######## block 1 ########
==> block_1/sizing.png <==
Bar = 10 um.
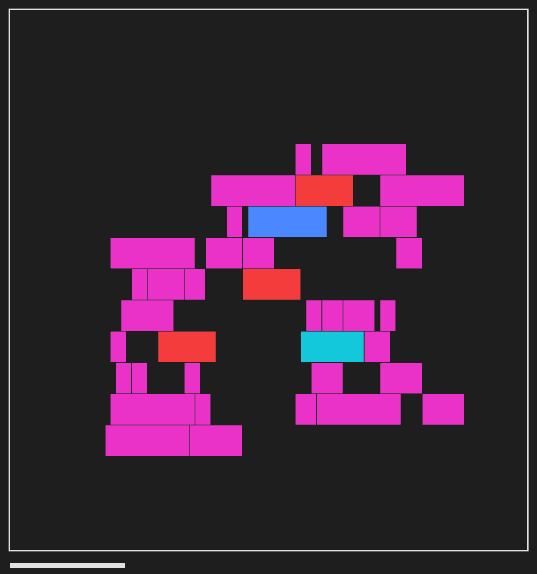

[src/rtl/pulse_generator_pkg.sv]
// Shared types and helpers for pulse_generator.
//   pg_state_t   : phase the next clock edge will produce (delay/high/low/gap)
//   pg_cnt_width : cycle counter width, wide enough for every phase length
//   pg_width_for : bits needed to hold 0..n-1, minimum 1
package pulse_generator_pkg;

  typedef enum logic [1:0] {
    S_DELAY = 2'd0,
    S_HIGH  = 2'd1,
    S_LOW   = 2'd2,
    S_GAP   = 2'd3
  } pg_state_t;

  function automatic int pg_width_for(input int n);
    int w;
    w = $clog2(n);
    return (w < 1) ? 1 : w;
  endfunction

  // gap is 0 when no burst gap phase exists
  function automatic int pg_cnt_width(input int period, input int start_delay,
                                      input int gap);
    int m;
    m = period;
    if (start_delay + 1 > m) m = start_delay + 1;
    if (gap > m) m = gap;
    return pg_width_for(m);
  endfunction

endpackage

[src/rtl/pulse_generator_cycle_counter.sv]
// cycle_counter: generic up-counter with synchronous clear and terminal flag.
//   clk   : clock, rising edge
//   clear : synchronous clear to zero, priority over en
//   en    : count enable
//   last  : terminal count value
//   tc    : high while count == last
module cycle_counter #(
  parameter int WIDTH = 8
) (
  input  logic             clk,
  input  logic             clear,
  input  logic             en,
  input  logic [WIDTH-1:0] last,
  output logic             tc
);

  logic [WIDTH-1:0] count;

  always_ff @(posedge clk) begin
    if (clear)   count <= '0;
    else if (en) count <= count + WIDTH'(1);
  end

  assign tc = (count == last);

endmodule

[src/rtl/pulse_generator.sv]
// pulse_generator: free-running periodic pulse source.
//   clk          : sole clock, rising edge
//   rstn         : synchronous reset, active-high (1 = reset)
//   pulse_o      : registered pulse, HIGH_CYCLES high then PERIOD-HIGH_CYCLES low
//   burst_done_o : (PULSE_GEN_BURST_EN only) one-cycle flag on first gap cycle
// Optional feature macro: PULSE_GEN_BURST_EN adds BURST_LEN/BURST_GAP and
// an idle gap after every BURST_LEN periods.
module pulse_generator
  import pulse_generator_pkg::*;
#(
  parameter int PERIOD      = 10,
  parameter int HIGH_CYCLES = 1,
  parameter int START_DELAY = 0
`ifdef PULSE_GEN_BURST_EN
  ,
  parameter int BURST_LEN   = 4,
  parameter int BURST_GAP   = 20
`endif
) (
  input  logic clk,
  input  logic rstn,
  output logic pulse_o
`ifdef PULSE_GEN_BURST_EN
  ,
  output logic burst_done_o
`endif
);

  if (PERIOD < 2 || PERIOD > 65536) begin : g_bad_period
    $error("pulse_generator: PERIOD out of range 2..65536");
  end
  if (HIGH_CYCLES < 1 || HIGH_CYCLES >= PERIOD) begin : g_bad_high
    $error("pulse_generator: HIGH_CYCLES must be 1..PERIOD-1");
  end
  if (START_DELAY < 0 || START_DELAY > 65535) begin : g_bad_delay
    $error("pulse_generator: START_DELAY out of range 0..65535");
  end

`ifdef PULSE_GEN_BURST_EN
  if (BURST_LEN < 1) begin : g_bad_blen
    $error("pulse_generator: BURST_LEN must be >= 1");
  end
  if (BURST_GAP < 1) begin : g_bad_bgap
    $error("pulse_generator: BURST_GAP must be >= 1");
  end
  localparam int GAP_LEN = BURST_GAP;
`else
  localparam int GAP_LEN = 0;
`endif

  localparam int CW = pg_cnt_width(PERIOD, START_DELAY, GAP_LEN);

  localparam logic [CW-1:0] T_DELAY = (START_DELAY > 0) ? CW'(START_DELAY - 1) : CW'(0);
  localparam logic [CW-1:0] T_HIGH  = CW'(HIGH_CYCLES - 1);
  localparam logic [CW-1:0] T_LOW   = CW'(PERIOD - HIGH_CYCLES - 1);
  localparam pg_state_t     S_INIT  = (START_DELAY > 0) ? S_DELAY : S_HIGH;

  // state names the phase the *next* edge emits, so pulse_o is simply
  // (state == S_HIGH) registered; this gives the first high right after E0.
  pg_state_t       state;
  logic [CW-1:0]   last;
  logic            bad_state;
  logic            tc;
  logic            cnt_clear;

  always_comb begin
    last      = '0;
    bad_state = 1'b0;
    case (state)
      S_DELAY: last = T_DELAY;
      S_HIGH:  last = T_HIGH;
      S_LOW:   last = T_LOW;
`ifdef PULSE_GEN_BURST_EN
      S_GAP:   last = CW'(BURST_GAP - 1);
`endif
      default: bad_state = 1'b1;
    endcase
  end

  // every phase ends on its terminal count, so tc doubles as "state changes"
  assign cnt_clear = rstn | tc | bad_state;

  cycle_counter #(.WIDTH(CW)) u_period_cnt (
    .clk   (clk),
    .clear (cnt_clear),
    .en    (1'b1),
    .last  (last),
    .tc    (tc)
  );

`ifdef PULSE_GEN_BURST_EN
  localparam int BW = pg_width_for(BURST_LEN);

  logic low_done;
  logic btc;
  logic gap_entry;

  assign low_done = (state == S_LOW) && tc;

  cycle_counter #(.WIDTH(BW)) u_burst_cnt (
    .clk   (clk),
    .clear (rstn | (low_done & btc)),
    .en    (low_done),
    .last  (BW'(BURST_LEN - 1)),
    .tc    (btc)
  );
`endif

  always_ff @(posedge clk) begin
    if (rstn) begin
      state   <= S_INIT;
      pulse_o <= 1'b0;
`ifdef PULSE_GEN_BURST_EN
      gap_entry    <= 1'b0;
      burst_done_o <= 1'b0;
`endif
    end else begin
      pulse_o <= (state == S_HIGH);
`ifdef PULSE_GEN_BURST_EN
      // gap_entry marks the edge entering S_GAP; delaying it once more
      // aligns burst_done_o with the first gap cycle on pulse_o.
      gap_entry    <= low_done && btc;
      burst_done_o <= gap_entry;
`endif
      case (state)
        S_DELAY: if (tc) state <= S_HIGH;
        S_HIGH:  if (tc) state <= S_LOW;
        S_LOW: begin
          if (tc) begin
`ifdef PULSE_GEN_BURST_EN
            state <= btc ? S_GAP : S_HIGH;
`else
            state <= S_HIGH;
`endif
          end
        end
`ifdef PULSE_GEN_BURST_EN
        S_GAP:   if (tc) state <= S_HIGH;
`endif
        default: state <= S_LOW;
      endcase
    end
  end

endmodule

[config.mk]
export PLATFORM = sky130hd
export DESIGN_NAME = pulse_generator
export DESIGN_NICKNAME = d
export VERILOG_FILES = /design/src/rtl/pulse_generator_pkg.sv /design/src/rtl/pulse_generator_cycle_counter.sv /design/src/rtl/pulse_generator.sv
export SDC_FILE = /design/constraint.sdc
export NUM_CORES = 1
export LEC_CHECK = 0
export CORE_AREA = 4 4 41 43
export CTS_BUF_LIST = sky130_fd_sc_hd__clkbuf_8
export DETAILED_ROUTE_END_ITERATION = 10
export DIE_AREA = 0 0 45 47
export PLACE_DENSITY_LB_ADDON = 0.08
export SKIP_CTS_REPAIR_TIMING = 1
export SYNTH_ARGS = -nofsm -noshare
export SYNTH_HDL_FRONTEND = slang
export SYNTH_SLANG_ARGS = --single-unit
[constraint.sdc]
create_clock -name clk -period 1.5 [get_ports clk]
set_input_delay 0.225 -clock clk [delete_from_list [all_inputs] [get_ports clk]]
set_output_delay 0.225 -clock clk [all_outputs]
set_load 0.02 [all_outputs]
######## block 2 ########
===== src/rtl/nn_pkg.sv =====
// Shared constants and types for the layer output collector.
package nn_pkg;

  localparam int DEF_ACC_W = 32;
  localparam int DEF_OUT_W = 16;
  localparam int DEF_SHIFT = 8;
  localparam int DEF_N_OUT = 8;

  // Signed activation limits for the default output width.
  localparam logic signed [DEF_OUT_W-1:0] SAT_MAX = {1'b0, {(DEF_OUT_W-1){1'b1}}};
  localparam logic signed [DEF_OUT_W-1:0] SAT_MIN = {1'b1, {(DEF_OUT_W-1){1'b0}}};

  typedef enum logic [1:0] {
    IDLE    = 2'd0,
    COLLECT = 2'd1,
    DRAIN   = 2'd2
  } coll_state_e;

endpackage


===== src/rtl/layer_output_collector_if.sv =====
// Handshake/bus bundle between the collector, its MAC source and its consumer.
interface layer_output_collector_if #(
  parameter int ACC_W = nn_pkg::DEF_ACC_W,
  parameter int OUT_W = nn_pkg::DEF_OUT_W,
  parameter int N_OUT = nn_pkg::DEF_N_OUT
);
  localparam int IDX_W = (N_OUT > 2) ? $clog2(N_OUT) : 1;

  logic             start;
  logic             relu_en;
  logic             in_valid;
  logic [ACC_W-1:0] in_acc0;
  logic [ACC_W-1:0] in_acc1;
  logic             out_valid;
  logic             out_ready;
  logic [OUT_W-1:0] out_data;
  logic [IDX_W-1:0] out_idx;
  logic             layer_done;
  logic             busy;
  logic             sat_flag;
  logic             drop_err;

  modport master (
    output start, relu_en, in_valid, in_acc0, in_acc1, out_ready,
    input  out_valid, out_data, out_idx, layer_done, busy, sat_flag, drop_err
  );

  modport slave (
    input  start, relu_en, in_valid, in_acc0, in_acc1, out_ready,
    output out_valid, out_data, out_idx, layer_done, busy, sat_flag, drop_err
  );
endinterface


===== src/rtl/requant_sat_relu.sv =====
// Requantises one accumulator: arithmetic shift, signed clamp to OUT_W, optional ReLU.
module requant_sat_relu #(
  parameter int ACC_W = nn_pkg::DEF_ACC_W,
  parameter int OUT_W = nn_pkg::DEF_OUT_W,
  parameter int SHIFT = nn_pkg::DEF_SHIFT
) (
  input  logic [ACC_W-1:0] acc,
  input  logic             relu,
  output logic [OUT_W-1:0] y,
  output logic             sat
);
  localparam logic signed [ACC_W-1:0] HI_LIMIT = ACC_W'((64'sd1 <<< (OUT_W-1)) - 64'sd1);
  localparam logic signed [ACC_W-1:0] LO_LIMIT = ~HI_LIMIT;

  logic signed [ACC_W-1:0] shifted_s;
  logic        [OUT_W-1:0] clip_s;

  // Shift, clamp, then ReLU; a clamped negative still reports saturation.
  always_comb begin
    shifted_s = $signed(acc) >>> SHIFT;
    sat       = 1'b0;
    clip_s    = shifted_s[OUT_W-1:0];
    if (shifted_s > HI_LIMIT) begin
      clip_s = HI_LIMIT[OUT_W-1:0];
      sat    = 1'b1;
    end else if (shifted_s < LO_LIMIT) begin
      clip_s = LO_LIMIT[OUT_W-1:0];
      sat    = 1'b1;
    end else begin
      clip_s = shifted_s[OUT_W-1:0];
      sat    = 1'b0;
    end
    if (relu && clip_s[OUT_W-1]) begin
      y = {OUT_W{1'b0}};
    end else begin
      y = clip_s;
    end
  end
endmodule


===== src/rtl/layer_output_collector.sv =====
// Captures one layer of requantised MAC results two at a time, then drains
// them in index order over a valid/ready stream.
module layer_output_collector
  import nn_pkg::*;
#(
  parameter int ACC_W = DEF_ACC_W,
  parameter int OUT_W = DEF_OUT_W,
  parameter int SHIFT = DEF_SHIFT,
  parameter int N_OUT = DEF_N_OUT
) (
  input  logic                     clk,
  input  logic                     rst,
  layer_output_collector_if.slave  bus
);
  localparam int IDX_W = (N_OUT > 2) ? $clog2(N_OUT) : 1;

  coll_state_e      state_r, next_state_s;
  logic [IDX_W-1:0] wr_ptr_r, rd_ptr_r;
  logic [OUT_W-1:0] buf_r [N_OUT];
  logic [OUT_W-1:0] out_data_r;
  logic             relu_r, out_valid_r, layer_done_r, busy_r, sat_flag_r, drop_err_r;
  logic [OUT_W-1:0] y0_s, y1_s;
  logic             sat0_s, sat1_s;
  logic             start_acc_s, wr_en_s, last_wr_s, rd_en_s, last_rd_s, drop_s;

  requant_sat_relu #(.ACC_W(ACC_W), .OUT_W(OUT_W), .SHIFT(SHIFT)) u_lane0 (
    .acc(bus.in_acc0), .relu(relu_r), .y(y0_s), .sat(sat0_s)
  );
  requant_sat_relu #(.ACC_W(ACC_W), .OUT_W(OUT_W), .SHIFT(SHIFT)) u_lane1 (
    .acc(bus.in_acc1), .relu(relu_r), .y(y1_s), .sat(sat1_s)
  );

  assign start_acc_s = bus.start && (state_r == IDLE);
  assign wr_en_s     = bus.in_valid && (state_r == COLLECT);
  assign drop_s      = bus.in_valid && (state_r != COLLECT);
  assign last_wr_s   = wr_en_s && (wr_ptr_r == IDX_W'(N_OUT-2));
  assign rd_en_s     = out_valid_r && bus.out_ready;
  assign last_rd_s   = rd_en_s && (rd_ptr_r == IDX_W'(N_OUT-1));

  // Next-state logic.
  always_comb begin
    next_state_s = state_r;
    case (state_r)
      IDLE:    if (bus.start) next_state_s = COLLECT; else next_state_s = IDLE;
      COLLECT: if (last_wr_s) next_state_s = DRAIN;   else next_state_s = COLLECT;
      DRAIN:   if (last_rd_s) next_state_s = IDLE;    else next_state_s = DRAIN;
      default: next_state_s = IDLE;
    endcase
  end

  // Activation buffer: unreset storage, written only while collecting.
  always_ff @(posedge clk) begin
    if (wr_en_s) begin
      buf_r[wr_ptr_r]               <= y0_s;
      buf_r[wr_ptr_r + IDX_W'(1)]   <= y1_s;
    end
  end

  // State, pointers, sticky flags and registered outputs.
  always_ff @(posedge clk) begin
    if (rst) begin
      state_r      <= IDLE;
      wr_ptr_r     <= {IDX_W{1'b0}};
      rd_ptr_r     <= {IDX_W{1'b0}};
      relu_r       <= 1'b0;
      out_valid_r  <= 1'b0;
      out_data_r   <= {OUT_W{1'b0}};
      layer_done_r <= 1'b0;
      busy_r       <= 1'b0;
      sat_flag_r   <= 1'b0;
      drop_err_r   <= 1'b0;
    end else begin
      state_r      <= next_state_s;
      busy_r       <= (next_state_s != IDLE);
      out_valid_r  <= (next_state_s == DRAIN);
      layer_done_r <= last_wr_s;
      if (start_acc_s) begin
        wr_ptr_r <= {IDX_W{1'b0}};
        rd_ptr_r <= {IDX_W{1'b0}};
        relu_r   <= bus.relu_en;
      end else begin
        if (wr_en_s && !last_wr_s) wr_ptr_r <= wr_ptr_r + IDX_W'(2);
        if (last_rd_s)             rd_ptr_r <= {IDX_W{1'b0}};
        else if (rd_en_s)          rd_ptr_r <= rd_ptr_r + IDX_W'(1);
      end
      // Output data is preloaded so it is already valid on the first DRAIN cycle.
      if (last_wr_s) begin
        out_data_r <= (N_OUT == 2) ? y0_s : buf_r[0];
      end else if (last_rd_s) begin
        out_data_r <= {OUT_W{1'b0}};
      end else if (rd_en_s) begin
        out_data_r <= buf_r[rd_ptr_r + IDX_W'(1)];
      end
      sat_flag_r <= (start_acc_s ? 1'b0 : sat_flag_r) | (wr_en_s && (sat0_s || sat1_s));
      drop_err_r <= (start_acc_s ? 1'b0 : drop_err_r) | drop_s;
    end
  end

  assign bus.out_valid  = out_valid_r;
  assign bus.out_data   = out_data_r;
  assign bus.out_idx    = rd_ptr_r;
  assign bus.layer_done = layer_done_r;
  assign bus.busy       = busy_r;
  assign bus.sat_flag   = sat_flag_r;
  assign bus.drop_err   = drop_err_r;
endmodule


===== src/flat_wrapper.sv =====
// flat-port wrapper written by rule: the top's interface ports become plain ports
module layer_output_collector_flat import nn_pkg::*;
#(
  parameter int ACC_W = DEF_ACC_W,
  parameter int OUT_W = DEF_OUT_W,
  parameter int SHIFT = DEF_SHIFT,
  parameter int N_OUT = DEF_N_OUT
)
  (clk, rst, bus_start, bus_relu_en, bus_in_valid, bus_in_acc0, bus_in_acc1, bus_out_ready, bus_out_valid, bus_out_data, bus_out_idx, bus_layer_done, bus_busy, bus_sat_flag, bus_drop_err);
  layer_output_collector_if #(.ACC_W(ACC_W), .OUT_W(OUT_W), .N_OUT(N_OUT)) bus_i ();
  input  logic clk;
  input  logic rst;
  input wire logic [$bits(bus_i.start)-1:0] bus_start;
  input wire logic [$bits(bus_i.relu_en)-1:0] bus_relu_en;
  input wire logic [$bits(bus_i.in_valid)-1:0] bus_in_valid;
  input wire logic [$bits(bus_i.in_acc0)-1:0] bus_in_acc0;
  input wire logic [$bits(bus_i.in_acc1)-1:0] bus_in_acc1;
  input wire logic [$bits(bus_i.out_ready)-1:0] bus_out_ready;
  output wire logic [$bits(bus_i.out_valid)-1:0] bus_out_valid;
  output wire logic [$bits(bus_i.out_data)-1:0] bus_out_data;
  output wire logic [$bits(bus_i.out_idx)-1:0] bus_out_idx;
  output wire logic [$bits(bus_i.layer_done)-1:0] bus_layer_done;
  output wire logic [$bits(bus_i.busy)-1:0] bus_busy;
  output wire logic [$bits(bus_i.sat_flag)-1:0] bus_sat_flag;
  output wire logic [$bits(bus_i.drop_err)-1:0] bus_drop_err;
  assign bus_i.start = bus_start;
  assign bus_i.relu_en = bus_relu_en;
  assign bus_i.in_valid = bus_in_valid;
  assign bus_i.in_acc0 = bus_in_acc0;
  assign bus_i.in_acc1 = bus_in_acc1;
  assign bus_i.out_ready = bus_out_ready;
  assign bus_out_valid = bus_i.out_valid;
  assign bus_out_data = bus_i.out_data;
  assign bus_out_idx = bus_i.out_idx;
  assign bus_layer_done = bus_i.layer_done;
  assign bus_busy = bus_i.busy;
  assign bus_sat_flag = bus_i.sat_flag;
  assign bus_drop_err = bus_i.drop_err;
  layer_output_collector #(.ACC_W(ACC_W), .OUT_W(OUT_W), .SHIFT(SHIFT), .N_OUT(N_OUT)) u_core (.clk(clk), .rst(rst), .bus(bus_i));
endmodule

===== config.mk =====
export PLATFORM = sky130hd
export DESIGN_NAME = layer_output_collector_flat
export DESIGN_NICKNAME = d
export VERILOG_FILES = /design/src/rtl/nn_pkg.sv /design/src/rtl/layer_output_collector_if.sv /design/src/rtl/requant_sat_relu.sv /design/src/rtl/layer_output_collector.sv /design/src/flat_wrapper.sv
export SDC_FILE = /design/constraint.sdc
export NUM_CORES = 1
export LEC_CHECK = 0
export CAP_MARGIN = 25
export CORE_MARGIN = 8
export CORE_UTILIZATION = 43
export CTS_BUF_LIST = sky130_fd_sc_hd__clkbuf_16
export DETAILED_ROUTE_END_ITERATION = 8
export PLACE_DENSITY = 0.66
export SKIP_CTS_REPAIR_TIMING = 1
export SLEW_MARGIN = 20
export SYNTH_ARGS = -nofsm -noshare
export SYNTH_HDL_FRONTEND = slang
export SYNTH_SLANG_ARGS = --single-unit
export TNS_END_PERCENT = 5

===== constraint.sdc =====
create_clock -name clk -period 5.8 [get_ports clk]
set_clock_uncertainty 0.05 [all_clocks]
set_input_delay 1.74 -clock clk [delete_from_list [all_inputs] [get_ports clk]]
set_output_delay 1.74 -clock clk [all_outputs]
set_load 0.05 [all_outputs]

######## block 3 ########
$ cat config.mk
export PLATFORM = sky130hd
export DESIGN_NAME = dram_arbiter
export DESIGN_NICKNAME = d
export VERILOG_FILES = /design/src/rtl/dram_arbiter.sv
export SDC_FILE = /design/constraint.sdc
export NUM_CORES = 1
export LEC_CHECK = 0
export ABC_AREA = 1
export CORE_AREA = 2 2 83 85
export DETAILED_ROUTE_END_ITERATION = 8
export DIE_AREA = 0 0 85 87
export HOLD_SLACK_MARGIN = 0.03
export PLACE_DENSITY = 0.82
export REMOVE_ABC_BUFFERS = 1
export SYNTH_ARGS = -nofsm -noshare
export SYNTH_HDL_FRONTEND = slang
export SYNTH_SLANG_ARGS = --single-unit
$ cat constraint.sdc
create_clock -name clk -period 1.5 [get_ports clk]
set_input_delay 0.45 -clock clk [delete_from_list [all_inputs] [get_ports clk]]
set_output_delay 0.45 -clock clk [all_outputs]
set_load 0.01 [all_outputs]
$ cat src/rtl/dram_arbiter.sv
`default_nettype none
// ============================================================================
// Module      : dram_arbiter
// Description : Round-robin two-port arbiter in front of the single-ported
//               16x32 data RAM; returns read data with a 1-cycle valid strobe.
// Revision    : 1.0 - initial release
// ============================================================================
module dram_arbiter #(
    parameter int ADDR_W = 4,
    parameter int DATA_W = 32
) (
    input  logic              clk,
    input  logic              rstN,
    // requester A
    input  logic              reqA,
    input  logic              rwA,
    input  logic [ADDR_W-1:0] addrA,
    input  logic [DATA_W-1:0] wdataA,
    output logic              gntA,
    output logic              rvalidA,
    output logic [DATA_W-1:0] rdataA,
    // requester B
    input  logic              reqB,
    input  logic              rwB,
    input  logic [ADDR_W-1:0] addrB,
    input  logic [DATA_W-1:0] wdataB,
    output logic              gntB,
    output logic              rvalidB,
    output logic [DATA_W-1:0] rdataB,
    // RAM command bus
    output logic [ADDR_W-1:0] ramAddr,
    output logic              ramRw,
    output logic [DATA_W-1:0] ramDataIn,
    input  logic [DATA_W-1:0] ramDataOut
);

    localparam logic c_GNT_A = 1'b0;
    localparam logic c_GNT_B = 1'b1;

    logic r_last_gnt;
    logic r_pend_a;
    logic r_pend_b;
    logic w_gnt_a;
    logic w_gnt_b;

    // Under contention the requester that did not win last time goes next.
    assign w_gnt_a = rstN & reqA & (~reqB | (r_last_gnt == c_GNT_B));
    assign w_gnt_b = rstN & reqB & (~reqA | (r_last_gnt == c_GNT_A));

    assign gntA = w_gnt_a;
    assign gntB = w_gnt_b;

    always_ff @(posedge clk) begin
        if (!rstN) begin
            r_last_gnt <= c_GNT_B;
            r_pend_a   <= 1'b0;
            r_pend_b   <= 1'b0;
        end else begin
            if (w_gnt_a) begin
                r_last_gnt <= c_GNT_A;
            end else if (w_gnt_b) begin
                r_last_gnt <= c_GNT_B;
            end
            r_pend_a <= w_gnt_a & rwA;
            r_pend_b <= w_gnt_b & rwB;
        end
    end

    // Idle bus parks in read mode so nothing can be written by accident.
    always_comb begin
        ramAddr   = '0;
        ramRw     = 1'b1;
        ramDataIn = '0;
        if (w_gnt_a) begin
            ramAddr   = addrA;
            ramRw     = rwA;
            ramDataIn = wdataA;
        end else if (w_gnt_b) begin
            ramAddr   = addrB;
            ramRw     = rwB;
            ramDataIn = wdataB;
        end
    end

    // Gating with rstN drops a read that was in flight when reset arrived.
    assign rvalidA = r_pend_a & rstN;
    assign rvalidB = r_pend_b & rstN;
    assign rdataA  = rvalidA ? ramDataOut : '0;
    assign rdataB  = rvalidB ? ramDataOut : '0;

endmodule
`default_nettype wire

######## block 4 ########
[src/rtl/picobello_pkg.sv]
// Shared types, cluster multicast address rules and the B-response merge helper.
package picobello_pkg;

  localparam int unsigned AxiAddrWidth = 48;
  localparam logic [AxiAddrWidth-1:0] ClusterBaseAddr = 48'h2000_0000;

  // One coordinate field inside the address: where it starts and how many bits it has.
  typedef struct packed {
    int unsigned offset;
    int unsigned len;
  } mask_sel_t;

  typedef struct packed {
    mask_sel_t x;
    mask_sel_t y;
  } sam_multicast_t;

  // Cluster tiles are 2^18 bytes; Y occupies the bits just above, X above Y.
  localparam sam_multicast_t SamMulticast = '{
    x: '{offset: 20, len: 2},
    y: '{offset: 18, len: 2}
  };

  // AXI user payload consumed by the NoC multicast decoders (1 = don't-care bit).
  typedef struct packed {
    logic [AxiAddrWidth-1:0] mcastMask;
  } mcast_user_t;

  typedef enum logic [1:0] {
    IDLE,
    ISSUE,
    DRAIN,
    RESP
  } mcast_state_e;

  localparam logic [1:0] RespOkay   = 2'b00;
  localparam logic [1:0] RespExOkay = 2'b01;
  localparam logic [1:0] RespSlvErr = 2'b10;
  localparam logic [1:0] RespDecErr = 2'b11;

  function automatic logic [1:0] normResp(input logic [1:0] r);
    return (r == RespExOkay) ? RespOkay : r;
  endfunction

  // Once EXOKAY is folded into OKAY the encodings order by severity, so the worst is the max.
  function automatic logic [1:0] mergeResp(input logic [1:0] a, input logic [1:0] b);
    logic [1:0] na;
    logic [1:0] nb;
    na = normResp(a);
    nb = normResp(b);
    return (na > nb) ? na : nb;
  endfunction

endpackage

[src/rtl/picobello_mcast_chunk.sv]
// Size of the largest aligned power-of-two block starting at cur that still fits below hi.
module picobello_mcast_chunk #(
  parameter int unsigned Len    = 2,
  parameter int unsigned KWidth = $clog2(Len + 1)
) (
  input  logic [Len:0]      cur,
  input  logic [Len-1:0]    hi,
  output logic [KWidth-1:0] k
);

  logic [Len:0]      span;
  logic [KWidth-1:0] tz;
  logic [KWidth-1:0] flog;

  // k = min(trailing zeros of cur, floor(log2(hi - cur + 1))); a zero cursor is fully aligned.
  always_comb begin
    span = {1'b0, hi} - cur + (Len + 1)'(1);
    tz   = KWidth'(Len);
    for (int i = Len - 1; i >= 0; i--) begin
      if (cur[i]) tz = KWidth'(i);
    end
    flog = '0;
    for (int i = 0; i <= Len; i++) begin
      if (span[i]) flog = KWidth'(i);
    end
    k = (tz < flog) ? tz : flog;
  end

endmodule

[src/rtl/picobello_mcast_initiator.sv]
// Splits a rectangular cluster range into aligned multicast AW beats and merges their B responses.
module picobello_mcast_initiator
  import picobello_pkg::*;
#(
  parameter int unsigned          AddrWidth   = AxiAddrWidth,
  parameter int unsigned          IdWidth     = 4,
  parameter int unsigned          LenX        = SamMulticast.x.len,
  parameter int unsigned          LenY        = SamMulticast.y.len,
  parameter int unsigned          OffsetY     = SamMulticast.y.offset,
  parameter int unsigned          OffsetX     = OffsetY + LenY,
  parameter logic [AddrWidth-1:0] ClusterBase = AddrWidth'(ClusterBaseAddr)
) (
  input  logic                 clk_i,
  input  logic                 rst_ni,
  input  logic                 req_valid_i,
  output logic                 req_ready_o,
  input  logic [LenX-1:0]      req_x_lo_i,
  input  logic [LenX-1:0]      req_x_hi_i,
  input  logic [LenY-1:0]      req_y_lo_i,
  input  logic [LenY-1:0]      req_y_hi_i,
  input  logic [OffsetY-1:0]   req_offset_i,
  input  logic [IdWidth-1:0]   req_id_i,
  output logic                 aw_valid_o,
  input  logic                 aw_ready_i,
  output logic [AddrWidth-1:0] aw_addr_o,
  output logic [AddrWidth-1:0] aw_mask_o,
  output logic [IdWidth-1:0]   aw_id_o,
  input  logic                 b_valid_i,
  output logic                 b_ready_o,
  input  logic [1:0]           b_resp_i,
  output logic                 rsp_valid_o,
  input  logic                 rsp_ready_i,
  output logic [1:0]           rsp_resp_o,
  output logic [IdWidth-1:0]   rsp_id_o
);

  localparam int unsigned CntWidth = $clog2(4 * LenX * LenY + 1);
  localparam int unsigned KxWidth  = $clog2(LenX + 1);
  localparam int unsigned KyWidth  = $clog2(LenY + 1);

  mcast_state_e stateQ, stateD;

  logic [LenX-1:0]     xLoQ, xLoD, xHiQ, xHiD;
  logic [LenY-1:0]     yLoQ, yLoD, yHiQ, yHiD;
  logic [OffsetY-1:0]  offsetQ, offsetD;
  logic [IdWidth-1:0]  idQ, idD;
  logic [LenX:0]       cxQ, cxD, cxStep;
  logic [LenY:0]       cyQ, cyD, cyStep;
  logic [CntWidth-1:0] issuedQ, issuedD, recvdQ, recvdD;
  logic [1:0]          mergedQ, mergedD;
  logic [KxWidth-1:0]  kx;
  logic [KyWidth-1:0]  ky;
  logic                awFire, bFire;
  logic [LenX-1:0]     maskXBits;
  logic [LenY-1:0]     maskYBits;
  mcast_user_t         awUser;

  picobello_mcast_chunk #(.Len(LenX), .KWidth(KxWidth)) i_chunk_x (
    .cur (cxQ),
    .hi  (xHiQ),
    .k   (kx)
  );

  picobello_mcast_chunk #(.Len(LenY), .KWidth(KyWidth)) i_chunk_y (
    .cur (cyQ),
    .hi  (yHiQ),
    .k   (ky)
  );

  // Next-state, cursor walk (Y inner, X outer), counters and the Moore-decoded outputs.
  always_comb begin
    stateD  = stateQ;
    xLoD    = xLoQ;
    xHiD    = xHiQ;
    yLoD    = yLoQ;
    yHiD    = yHiQ;
    offsetD = offsetQ;
    idD     = idQ;
    cxD     = cxQ;
    cyD     = cyQ;

    req_ready_o = (stateQ == IDLE);
    aw_valid_o  = (stateQ == ISSUE);
    b_ready_o   = (stateQ == ISSUE) || (stateQ == DRAIN);
    rsp_valid_o = (stateQ == RESP);
    rsp_resp_o  = mergedQ;
    rsp_id_o    = idQ;

    maskXBits        = LenX'((1 << kx) - 1);
    maskYBits        = LenY'((1 << ky) - 1);
    awUser.mcastMask = AxiAddrWidth'((AddrWidth'(maskXBits) << OffsetX)
                                   | (AddrWidth'(maskYBits) << OffsetY));
    aw_addr_o = '0;
    aw_mask_o = '0;
    aw_id_o   = '0;
    if (stateQ == ISSUE) begin
      aw_addr_o = ClusterBase
                | (AddrWidth'(cxQ[LenX-1:0]) << OffsetX)
                | (AddrWidth'(cyQ[LenY-1:0]) << OffsetY)
                | AddrWidth'(offsetQ);
      aw_mask_o = AddrWidth'(awUser.mcastMask);
      aw_id_o   = idQ;
    end

    awFire  = (stateQ == ISSUE) && aw_ready_i;
    bFire   = b_valid_i && b_ready_o;
    issuedD = issuedQ + CntWidth'(awFire);
    recvdD  = recvdQ + CntWidth'(bFire);
    mergedD = bFire ? mergeResp(mergedQ, b_resp_i) : mergedQ;
    cxStep  = cxQ + ((LenX + 1)'(1) << kx);
    cyStep  = cyQ + ((LenY + 1)'(1) << ky);

    case (stateQ)
      IDLE: begin
        if (req_valid_i) begin
          xLoD    = req_x_lo_i;
          xHiD    = req_x_hi_i;
          yLoD    = req_y_lo_i;
          yHiD    = req_y_hi_i;
          offsetD = req_offset_i;
          idD     = req_id_i;
          cxD     = {1'b0, req_x_lo_i};
          cyD     = {1'b0, req_y_lo_i};
          if ((req_x_lo_i > req_x_hi_i) || (req_y_lo_i > req_y_hi_i)) begin
            mergedD = RespSlvErr;
            stateD  = RESP;
          end else begin
            stateD = ISSUE;
          end
        end
      end
      ISSUE: begin
        if (awFire) begin
          if (cyStep > {1'b0, yHiQ}) begin
            cyD = {1'b0, yLoQ};
            cxD = cxStep;
            if (cxStep > {1'b0, xHiQ}) begin
              stateD = (recvdD == issuedD) ? RESP : DRAIN;
            end
          end else begin
            cyD = cyStep;
          end
        end
      end
      DRAIN: begin
        if (recvdD == issuedQ) stateD = RESP;
      end
      RESP: begin
        if (rsp_ready_i) begin
          stateD  = IDLE;
          issuedD = '0;
          recvdD  = '0;
          mergedD = RespOkay;
        end
      end
      default: stateD = IDLE;
    endcase
  end

  // State register.
  always_ff @(posedge clk_i) begin
    if (!rst_ni) stateQ <= IDLE;
    else         stateQ <= stateD;
  end

  // Request, cursor, counter and merged-response registers; reset drops any outstanding Bs.
  always_ff @(posedge clk_i) begin
    if (!rst_ni) begin
      xLoQ    <= '0;
      xHiQ    <= '0;
      yLoQ    <= '0;
      yHiQ    <= '0;
      offsetQ <= '0;
      idQ     <= '0;
      cxQ     <= '0;
      cyQ     <= '0;
      issuedQ <= '0;
      recvdQ  <= '0;
      mergedQ <= RespOkay;
    end else begin
      xLoQ    <= xLoD;
      xHiQ    <= xHiD;
      yLoQ    <= yLoD;
      yHiQ    <= yHiD;
      offsetQ <= offsetD;
      idQ     <= idD;
      cxQ     <= cxD;
      cyQ     <= cyD;
      issuedQ <= issuedD;
      recvdQ  <= recvdD;
      mergedQ <= mergedD;
    end
  end

endmodule

[config.mk]
export PLATFORM = sky130hd
export DESIGN_NAME = picobello_mcast_initiator
export DESIGN_NICKNAME = d
export VERILOG_FILES = /design/src/rtl/picobello_pkg.sv /design/src/rtl/picobello_mcast_chunk.sv /design/src/rtl/picobello_mcast_initiator.sv
export SDC_FILE = /design/constraint.sdc
export NUM_CORES = 1
export LEC_CHECK = 0
export CORE_ASPECT_RATIO = 1.5
export CORE_MARGIN = 1.5
export CORE_UTILIZATION = 47
export DETAILED_ROUTE_END_ITERATION = 6
export PLACE_DENSITY = 0.91
export SYNTH_ARGS = -nofsm -noshare
export SYNTH_HDL_FRONTEND = slang
export SYNTH_SLANG_ARGS = --single-unit
[constraint.sdc]
create_clock -name clk_i -period 9.5 [get_ports clk_i]
set_input_delay 1.9 -clock clk_i [delete_from_list [all_inputs] [get_ports clk_i]]
set_output_delay 1.9 -clock clk_i [all_outputs]
set_load 0.02 [all_outputs]
==> block_1/m1.png <==
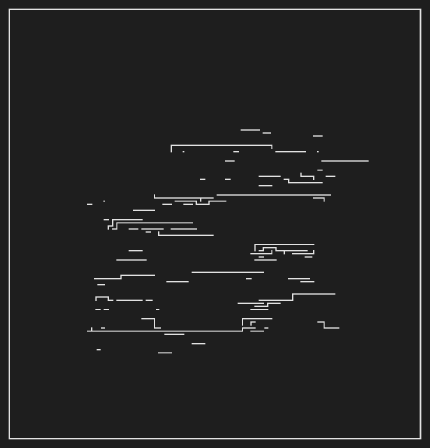
- main direction: horizontal
- wire length on this layer: 206 um
- longest straight run: 17.0 um
- share of all routed wire: 40%
total detailed-routing wirelength: 517 um
global routing usage on met1: 7.74%

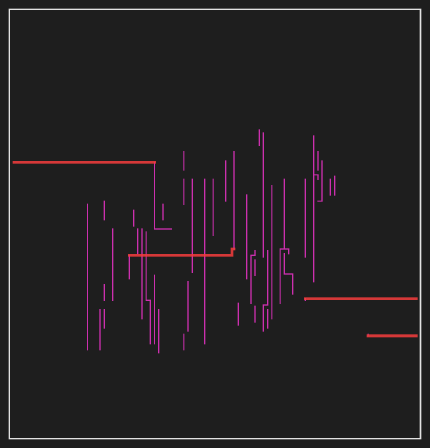
(block_1/layers.png)
Two of the layers only.
- M3: red (wire length 45.1 um)
- M2: magenta (wire length 267 um)

Notes on block_1/sizing.png above:
- x6 and larger: red (cells 3)
- x1 and smaller: magenta (cells 33)
- x3 and x4: blue (cells 1)
- x2: cyan (cells 1)
layout-stage area growth over the synthesis result: 26.4%
total of plain and repair buffers excluding clock buffers: 2
post-route design area: 402 um2

==> CHANGELOG.md, block 1 <==
### Changed

* Root Buffer Master: sky130_fd_sc_hd__clkbuf_8
* Layout Nets at 43
* Shortest clock period the worst path allows after layout at 1.33 ns
* Post-Place Setup Slack at 0.192 ns
* Final design utilization at 30.9%
* Yosys cell count at 32
* Worst Hold Endpoint: u_period_cnt.count[0]$_SDFF_PP0_
* Maximum clock rate at 0.750 GHz
* Biggest consumer: clock
* Fraction of the cycle the final worst path needs at 88.8%
* Area taken by flip-flops and latches at 140 um2
* Outcome: completed
* Sequential group share of total power at 40.5%
* Cell depth of the worst min-delay path at 1
* Switching power as a share of total power at 22.0%
* Post-synth top cells: sky130_fd_sc_hd__dfxtp_1, sky130_fd_sc_hd__inv_1, sky130_fd_sc_hd__nor2_1
* Cts bufs inserted at 3
* Average detailed-routed wire length per instance at 9.75 um
* Kind of launch point of the worst setup path: flip-flop
* Total standard cell area after synthesis at 318 um2
* Starting DRC count in detailed routing at 3
* Req. time, crit path at 1.27 ns
* Sinks on the clock net at 7
* Total tool warning count at 27
* Setup crit end: pulse_o
* Vias post-DR at 226
* Least-Margin Pin Slew at 0.237 ns
* Layout Cells excl Fill at 53
* Setup violations, final at 0
* Hold Violations, Final at 0
[block 1: metal layers]
| layer | GRT usage [%] | vias up | wire length (um) |
|---|---|---|---|
| met1 | 7.74 | 102 | 205 |
| met2 | 10.5 | 5 | 267 |
| li1 | - | 119 | - |
| met4 | 5.26 | 0 | 0 |
| met5 | 0 | - | 0 |
| met3 | 4.98 | 0 | 45 |
[block 1: logic make-up after synthesis]
logic type | count (synthesis) | synth area share [%]
AOI/OAI and AO/OA | 4 | 10.6
xor gates and xnor gates | 3 | 8.27
adders and majority gates | 2 | 7.87
buffers and inverters | 4 | 4.72
DFF | 7 | 44.1
and+or+nand+nor | 12 | 24.4
[block 1: layout make-up]
type / instances / share of cell area (%)
tap: 15 / 4.67
clock buffer: 3 / 10.3
timing repair buffer: 2 / 4.98
multi-input combinational: 21 / 40.5
clock inverter: 1 / 0.935
inverter: 4 / 3.74
sequential: 7 / 34.9
[block 1: sequential cells by signal (all words and copies together), names as in the netlist]
register,count
pulse_o,1
state,2
u_period_cnt.count,4
[block 1: layout by cell type, fill, tap and decap left out, drive strengths merged, types with 2 or more instances in the layout]
master and instances:
dfxtp 7, xnor2 2, ha 2, nor2 4, clkbuf 3, inv 5
nor3b 3, clkdlybuf4s50 2
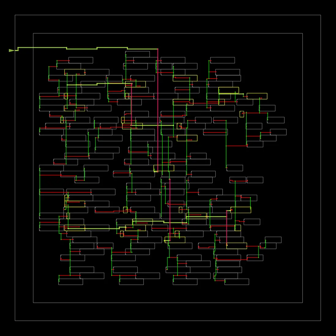
(block_2/clock_nets.png)
worst skew pair latency: 0.41 ns
sinks on the clock net: 157

==> CHANGELOG.md, block 2 <==
### Changed

* Outcome: completed
* Ranking of synthesized cells by area: sky130_fd_sc_hd__edfxtp_1, sky130_fd_sc_hd__mux4_2, sky130_fd_sc_hd__dfxtp_1
* Critical path class: in2reg
* Worst slew margin relative to its limit at 36.1%
* Post-synthesis area per instance at 17.1 um2
* Area figure in the yosys stat output at 0.00649 mm2
* Largest register FFs at 128
* Number of DRC violations after detailed routing at 0
* Core utilization at floorplan at 43.4%
* Post-route design area at 0.00796 mm2
* Cell depth of the worst min-delay path at 2
* Worst vdd ir at 0.000217 V
* Cell area after placement at 0.00744 mm2
* Met2 wire len at 7490 um
* Global-route wire length before repair at 22900 um
* Most common logic cell in the routed design: sky130_fd_sc_hd__edfxtp_1
* Hold Violations, Final at 0
* Internal power at 1.87 mW
* Fraction of the cycle the final worst path needs at 66.2%
* Root Buffer Master: sky130_fd_sc_hd__clkbuf_16
* Vias in the first global route at 3969
* Least-Margin Pin Slew at 0.957 ns
* Worst-path maximum fanout at 50
* Worst-path cell chain: clkdlybuf4s50_1, nand4b_4, inv_4, or4_4, o22ai_1
* Synth Net Count at 456
* Layout-stage area growth over the synthesis result at 22.5%
* Unrepaired setup endpoints after global routing: no
* Comb area leader: multiplexers
* Final total negative setup slack at 0 ns
* Layout Cells excl Fill at 660
* Shortest clock period the worst path allows after layout at 3.84 ns
* Row cnt at 45
* Maximum clock rate at 0.261 GHz
* Reg clk slew, reported paths at 0.06 ns
* Biggest consumer: sequential cells
* Count of H-tree levels built during CTS at 4
* Most instantiated library cell after synthesis: sky130_fd_sc_hd__edfxtp_1
* Yosys Warn Count at 0
* Post-synthesis async set-or-reset flop share at 0%
-- block 2: layout make-up --
cell class	count	area share, %
inverters	4	0.220
flip-flops and latches	157	55.6
well taps	188	2.96
clock buffers	17	5.35
repair buffers	87	10.6
multi-input cells	192	24.0
clock inverters	15	1.20
-- block 2: how the worst min path moves through the flow --
stage                               startpoint  slack [ns]                              end
5_1_grt         u_core.bus.sat_flag$_SDFF_PP0_        0.47   u_core.bus.sat_flag$_SDFF_PP0_
3_3_place_gp    u_core.bus.sat_flag$_SDFF_PP0_        0.40   u_core.bus.sat_flag$_SDFF_PP0_
3_5_place_dp    u_core.bus.sat_flag$_SDFF_PP0_        0.41   u_core.bus.sat_flag$_SDFF_PP0_
4_1_cts         u_core.bus.sat_flag$_SDFF_PP0_        0.42   u_core.bus.sat_flag$_SDFF_PP0_
6_report        u_core.bus.sat_flag$_SDFF_PP0_        0.43   u_core.bus.sat_flag$_SDFF_PP0_
2_1_floorplan  u_core.wr_ptr_r[2]$_SDFFE_PP0P_        0.44  u_core.wr_ptr_r[2]$_SDFFE_PP0P_
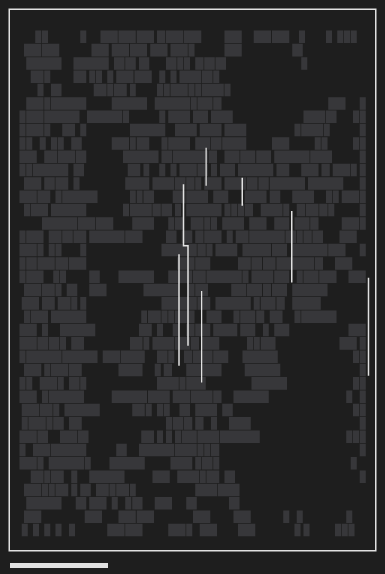
(block_4/m4.png)
Bar = 20 um.
- main direction: vertical
- longest straight run: 22.4 um

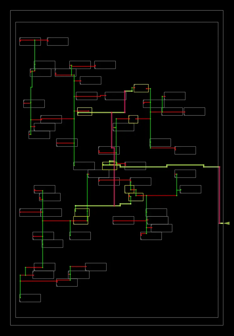
(block_4/clock_nets.png)
setup clock skew after layout: 0.0110 ns
power attributed to the clock group: 0.135 mW
cts bufs inserted: 5
sinks on the clock net: 48

==> CHANGELOG.md, block 4 <==
### Changed

* Outcome: completed
* Least-Margin Pin Slew at 0.985 ns
* Met3 capacity usage during global routing at 4.91%
* Core utilization at floorplan at 49.2%
* Worst-path cell chain: inv_1, ha_1, inv_1, ha_1, xnor2_1, xnor2_1, inv_1, ha_1, nor2b_1, o22ai_1, nor2_1, nor2_1, nor2_1, clkdlybuf4s50_1
* Detailed-routed wire length on met3 at 522 um
* Fraction of post-synthesis cell area in the top cell type by area at 26.7%
* Total detailed-routing wirelength at 7600 um
* Global routing usage on met2 at 37.2%
* Routability congestion estimate at 0.877
* Arrival time worst endpoint at 3.05 ns
* Dominant logic cell types in the final layout: sky130_fd_sc_hd__nand2_1, sky130_fd_sc_hd__clkdlybuf4s50_1, sky130_fd_sc_hd__conb_1, sky130_fd_sc_hd__dfxtp_1, sky130_fd_sc_hd__ha_1
* Vias in the first global route at 2872
* Setup crit end: aw_mask_o[20]
* Post-Place Setup Slack at 4.87 ns
* Most used flip-flop cell: sky130_fd_sc_hd__dfxtp_1
* Total tool warning count at 34
* CP Depth at 14
* Hpwl dp at 5920 um
* Maximum clock rate at 0.202 GHz
* Area figure in the yosys stat output at 0.00360 mm2
* Cell class contributing the biggest share of worst-path delay: buffers and inverters
* Overall power of the completed layout at 1.03 mW
* Tightest hold margin at 0.466 ns
* FF-to-FF Start: yHiQ[1]$_SDFFE_PN0P_
* Critical Path End Type: primary output
* Cell depth of the worst min-delay path at 2
* Switching power as a share of total power at 45.8%
* Sum of routed wire segments on met1 at 2810 um
* Number of top-level pins at 148
* Setup violations, final at 0
* Reg clk slew, reported paths at 0.10 ns
* Final design utilization at 58.5%
* Max-cap viol count at 0
* Highest metal used: met4
* Critical path class: reg2out
* Req. time, crit path at 7.60 ns
* Yosys Warn Count at 0
* Placed Cells at 609
-- block 4: synth_stat cells (all sizes together), types with 2 or more instances --
master,number
a21boi,30
a21oi,7
and2,30
and3,5
buf,71
clkbuf,15
dfxtp,48
ha,33
inv,20
mux2i,5
nand2,80
nand3,7
nand3b,3
nor2,18
nor2b,11
o211ai,5
o21ai,12
o221a,2
o22ai,3
xnor2,12
xor2,12
-- block 4: cell type report --
class	instances	share of cell area, %
well taps	100	2.92
clock buffers	6	1.93
flip-flops and latches	48	22.4
repair buffers	80	18.6
inverters	20	1.75
clock inverters	2	0.409
multi-input cells	361	52.0
-- block 4: cells by family after synthesis --
group | share of synthesized area, %
AND-OR/OR-AND | 13.5
AND/OR/NAND/NOR | 21.3
flip-flops | 26.7
other | 0.104
XOR/XNOR | 6.67
buffers and inverters | 18.6
adder cells (fa/ha/maj) | 11.5
multiplexers | 1.70
-- block 4: flip-flops by register name, indices dropped and copies added (netlist names) --
name and count:
stateQ 2, xHiQ 2, yHiQ 2, recvdQ 5
cyQ 3, yLoQ 2, offsetQ 18, cxQ 3
issuedQ 5, rsp_resp_o 2, rsp_id_o 4
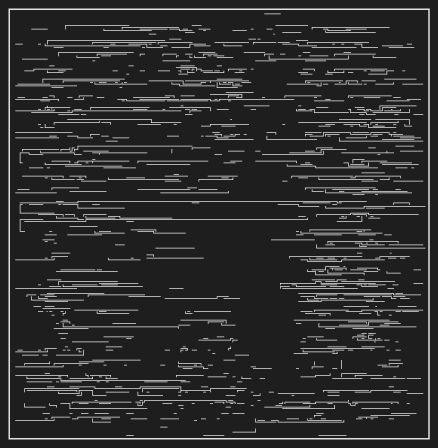
(block_3/m1.png)
- wire length on this layer: 3550 um
- main direction: horizontal
global routing usage on met1: 23.9%
vias post-DR: 2550
total detailed-routing wirelength: 10200 um

==> CHANGELOG.md, block 3 <==
### Changed

* Failing checks: setup timing
* Setup crit end: ramDataIn[5]
* Signal buf overhead at 62.7%
* Worst skew pair latency at 0.22 ns
* Outcome: finished, violations left
* Cell depth of the worst min-delay path at 3
* Yosys cell count at 243
* Met2 wire len at 5660 um
* Startpoint of the most critical hold path: rwA
* FF-to-FF Start: r_last_gnt$_SDFFE_PN1P_
* Fraction of the cycle the final worst path needs at 126%
* Complex Gates by Area at 2.48%
* Power attributed to the clock group at 0.244 mW
* Comb area leader: simple AND/OR/NAND/NOR gates
* Fillers at 465
* Setup violations, final at 72
* Yosys Warn Count at 0
* Biggest consumer: combinational logic
* Endpoint of the worst register-to-register path: r_pend_b$_SDFF_PN0_
* Max-cap viol count at 0
* Final WS setup at -0.392 ns
* Final antenna-violating net count at 0
* Total standard cell area after synthesis at 0.00101 mm2
* Root Buffer Master: sky130_fd_sc_hd__clkbuf_8
-- block 3: metrics by stage --
stage / hold slack (ns) / setup WS (ns)
global placement: 0.619 / -1.20
finish: 0.487 / -0.392
floorplan: 0.531 / -0.574
CTS: 0.468 / -0.392
detailed placement: 0.646 / -1.19
global route: 0.507 / -0.446
-- block 3: cell usage after synthesis --
cell type	count	share of area, %
sky130_fd_sc_hd__a21oi_2	2	1.7
sky130_fd_sc_hd__clkbuf_1	6	2.2
sky130_fd_sc_hd__buf_6	2	2.2
sky130_fd_sc_hd__o211ai_1	1	0.74
sky130_fd_sc_hd__dfxtp_1	3	5.9
sky130_fd_sc_hd__inv_1	39	14
sky130_fd_sc_hd__buf_2	2	0.99
sky130_fd_sc_hd__nor2_1	65	24
sky130_fd_sc_hd__buf_4	4	3.0
sky130_fd_sc_hd__nand2_1	117	43
sky130_fd_sc_hd__nand3_1	2	0.99
-- block 3: what timing repair did --
action,4_1_cts,5_1_grt
cloned,13,6
endpoints found under the setup margin,105,100
buffers inserted,38,4
gates resized,606,185
pin swaps,43,43
-- block 3: flip-flops by register name (all words and copies together) (netlist names) --
name	cells
r_pend_b	1
r_pend_a	1
r_last_gnt	1


==> gallery <==
Wiring by layer.
Two of the layers only.
panel A
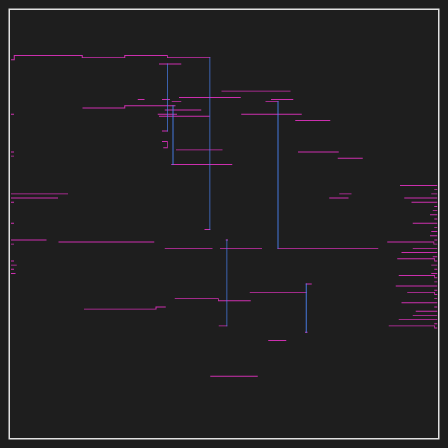
panel B
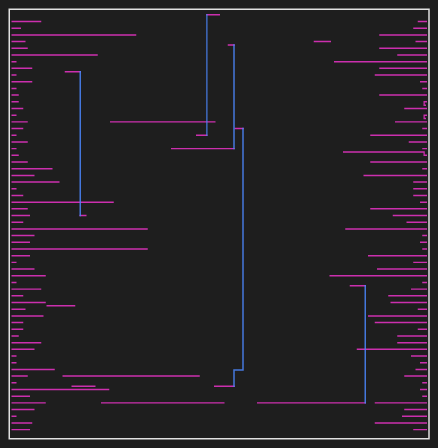
panel C
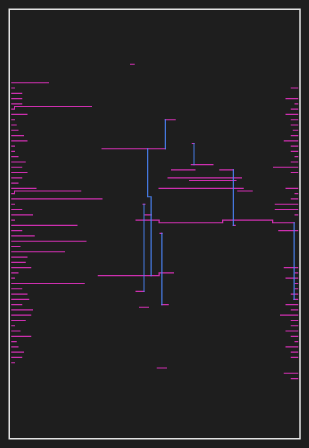
- least wire: panel C
panel B: block 3
panel A: block 2
panel C: block 4

Key to panel A:
- M3: magenta (wire length 738 um)
- M4: blue (wire length 188 um)

Power figures rest on the tool's default switching activity, not on a simulated workload.
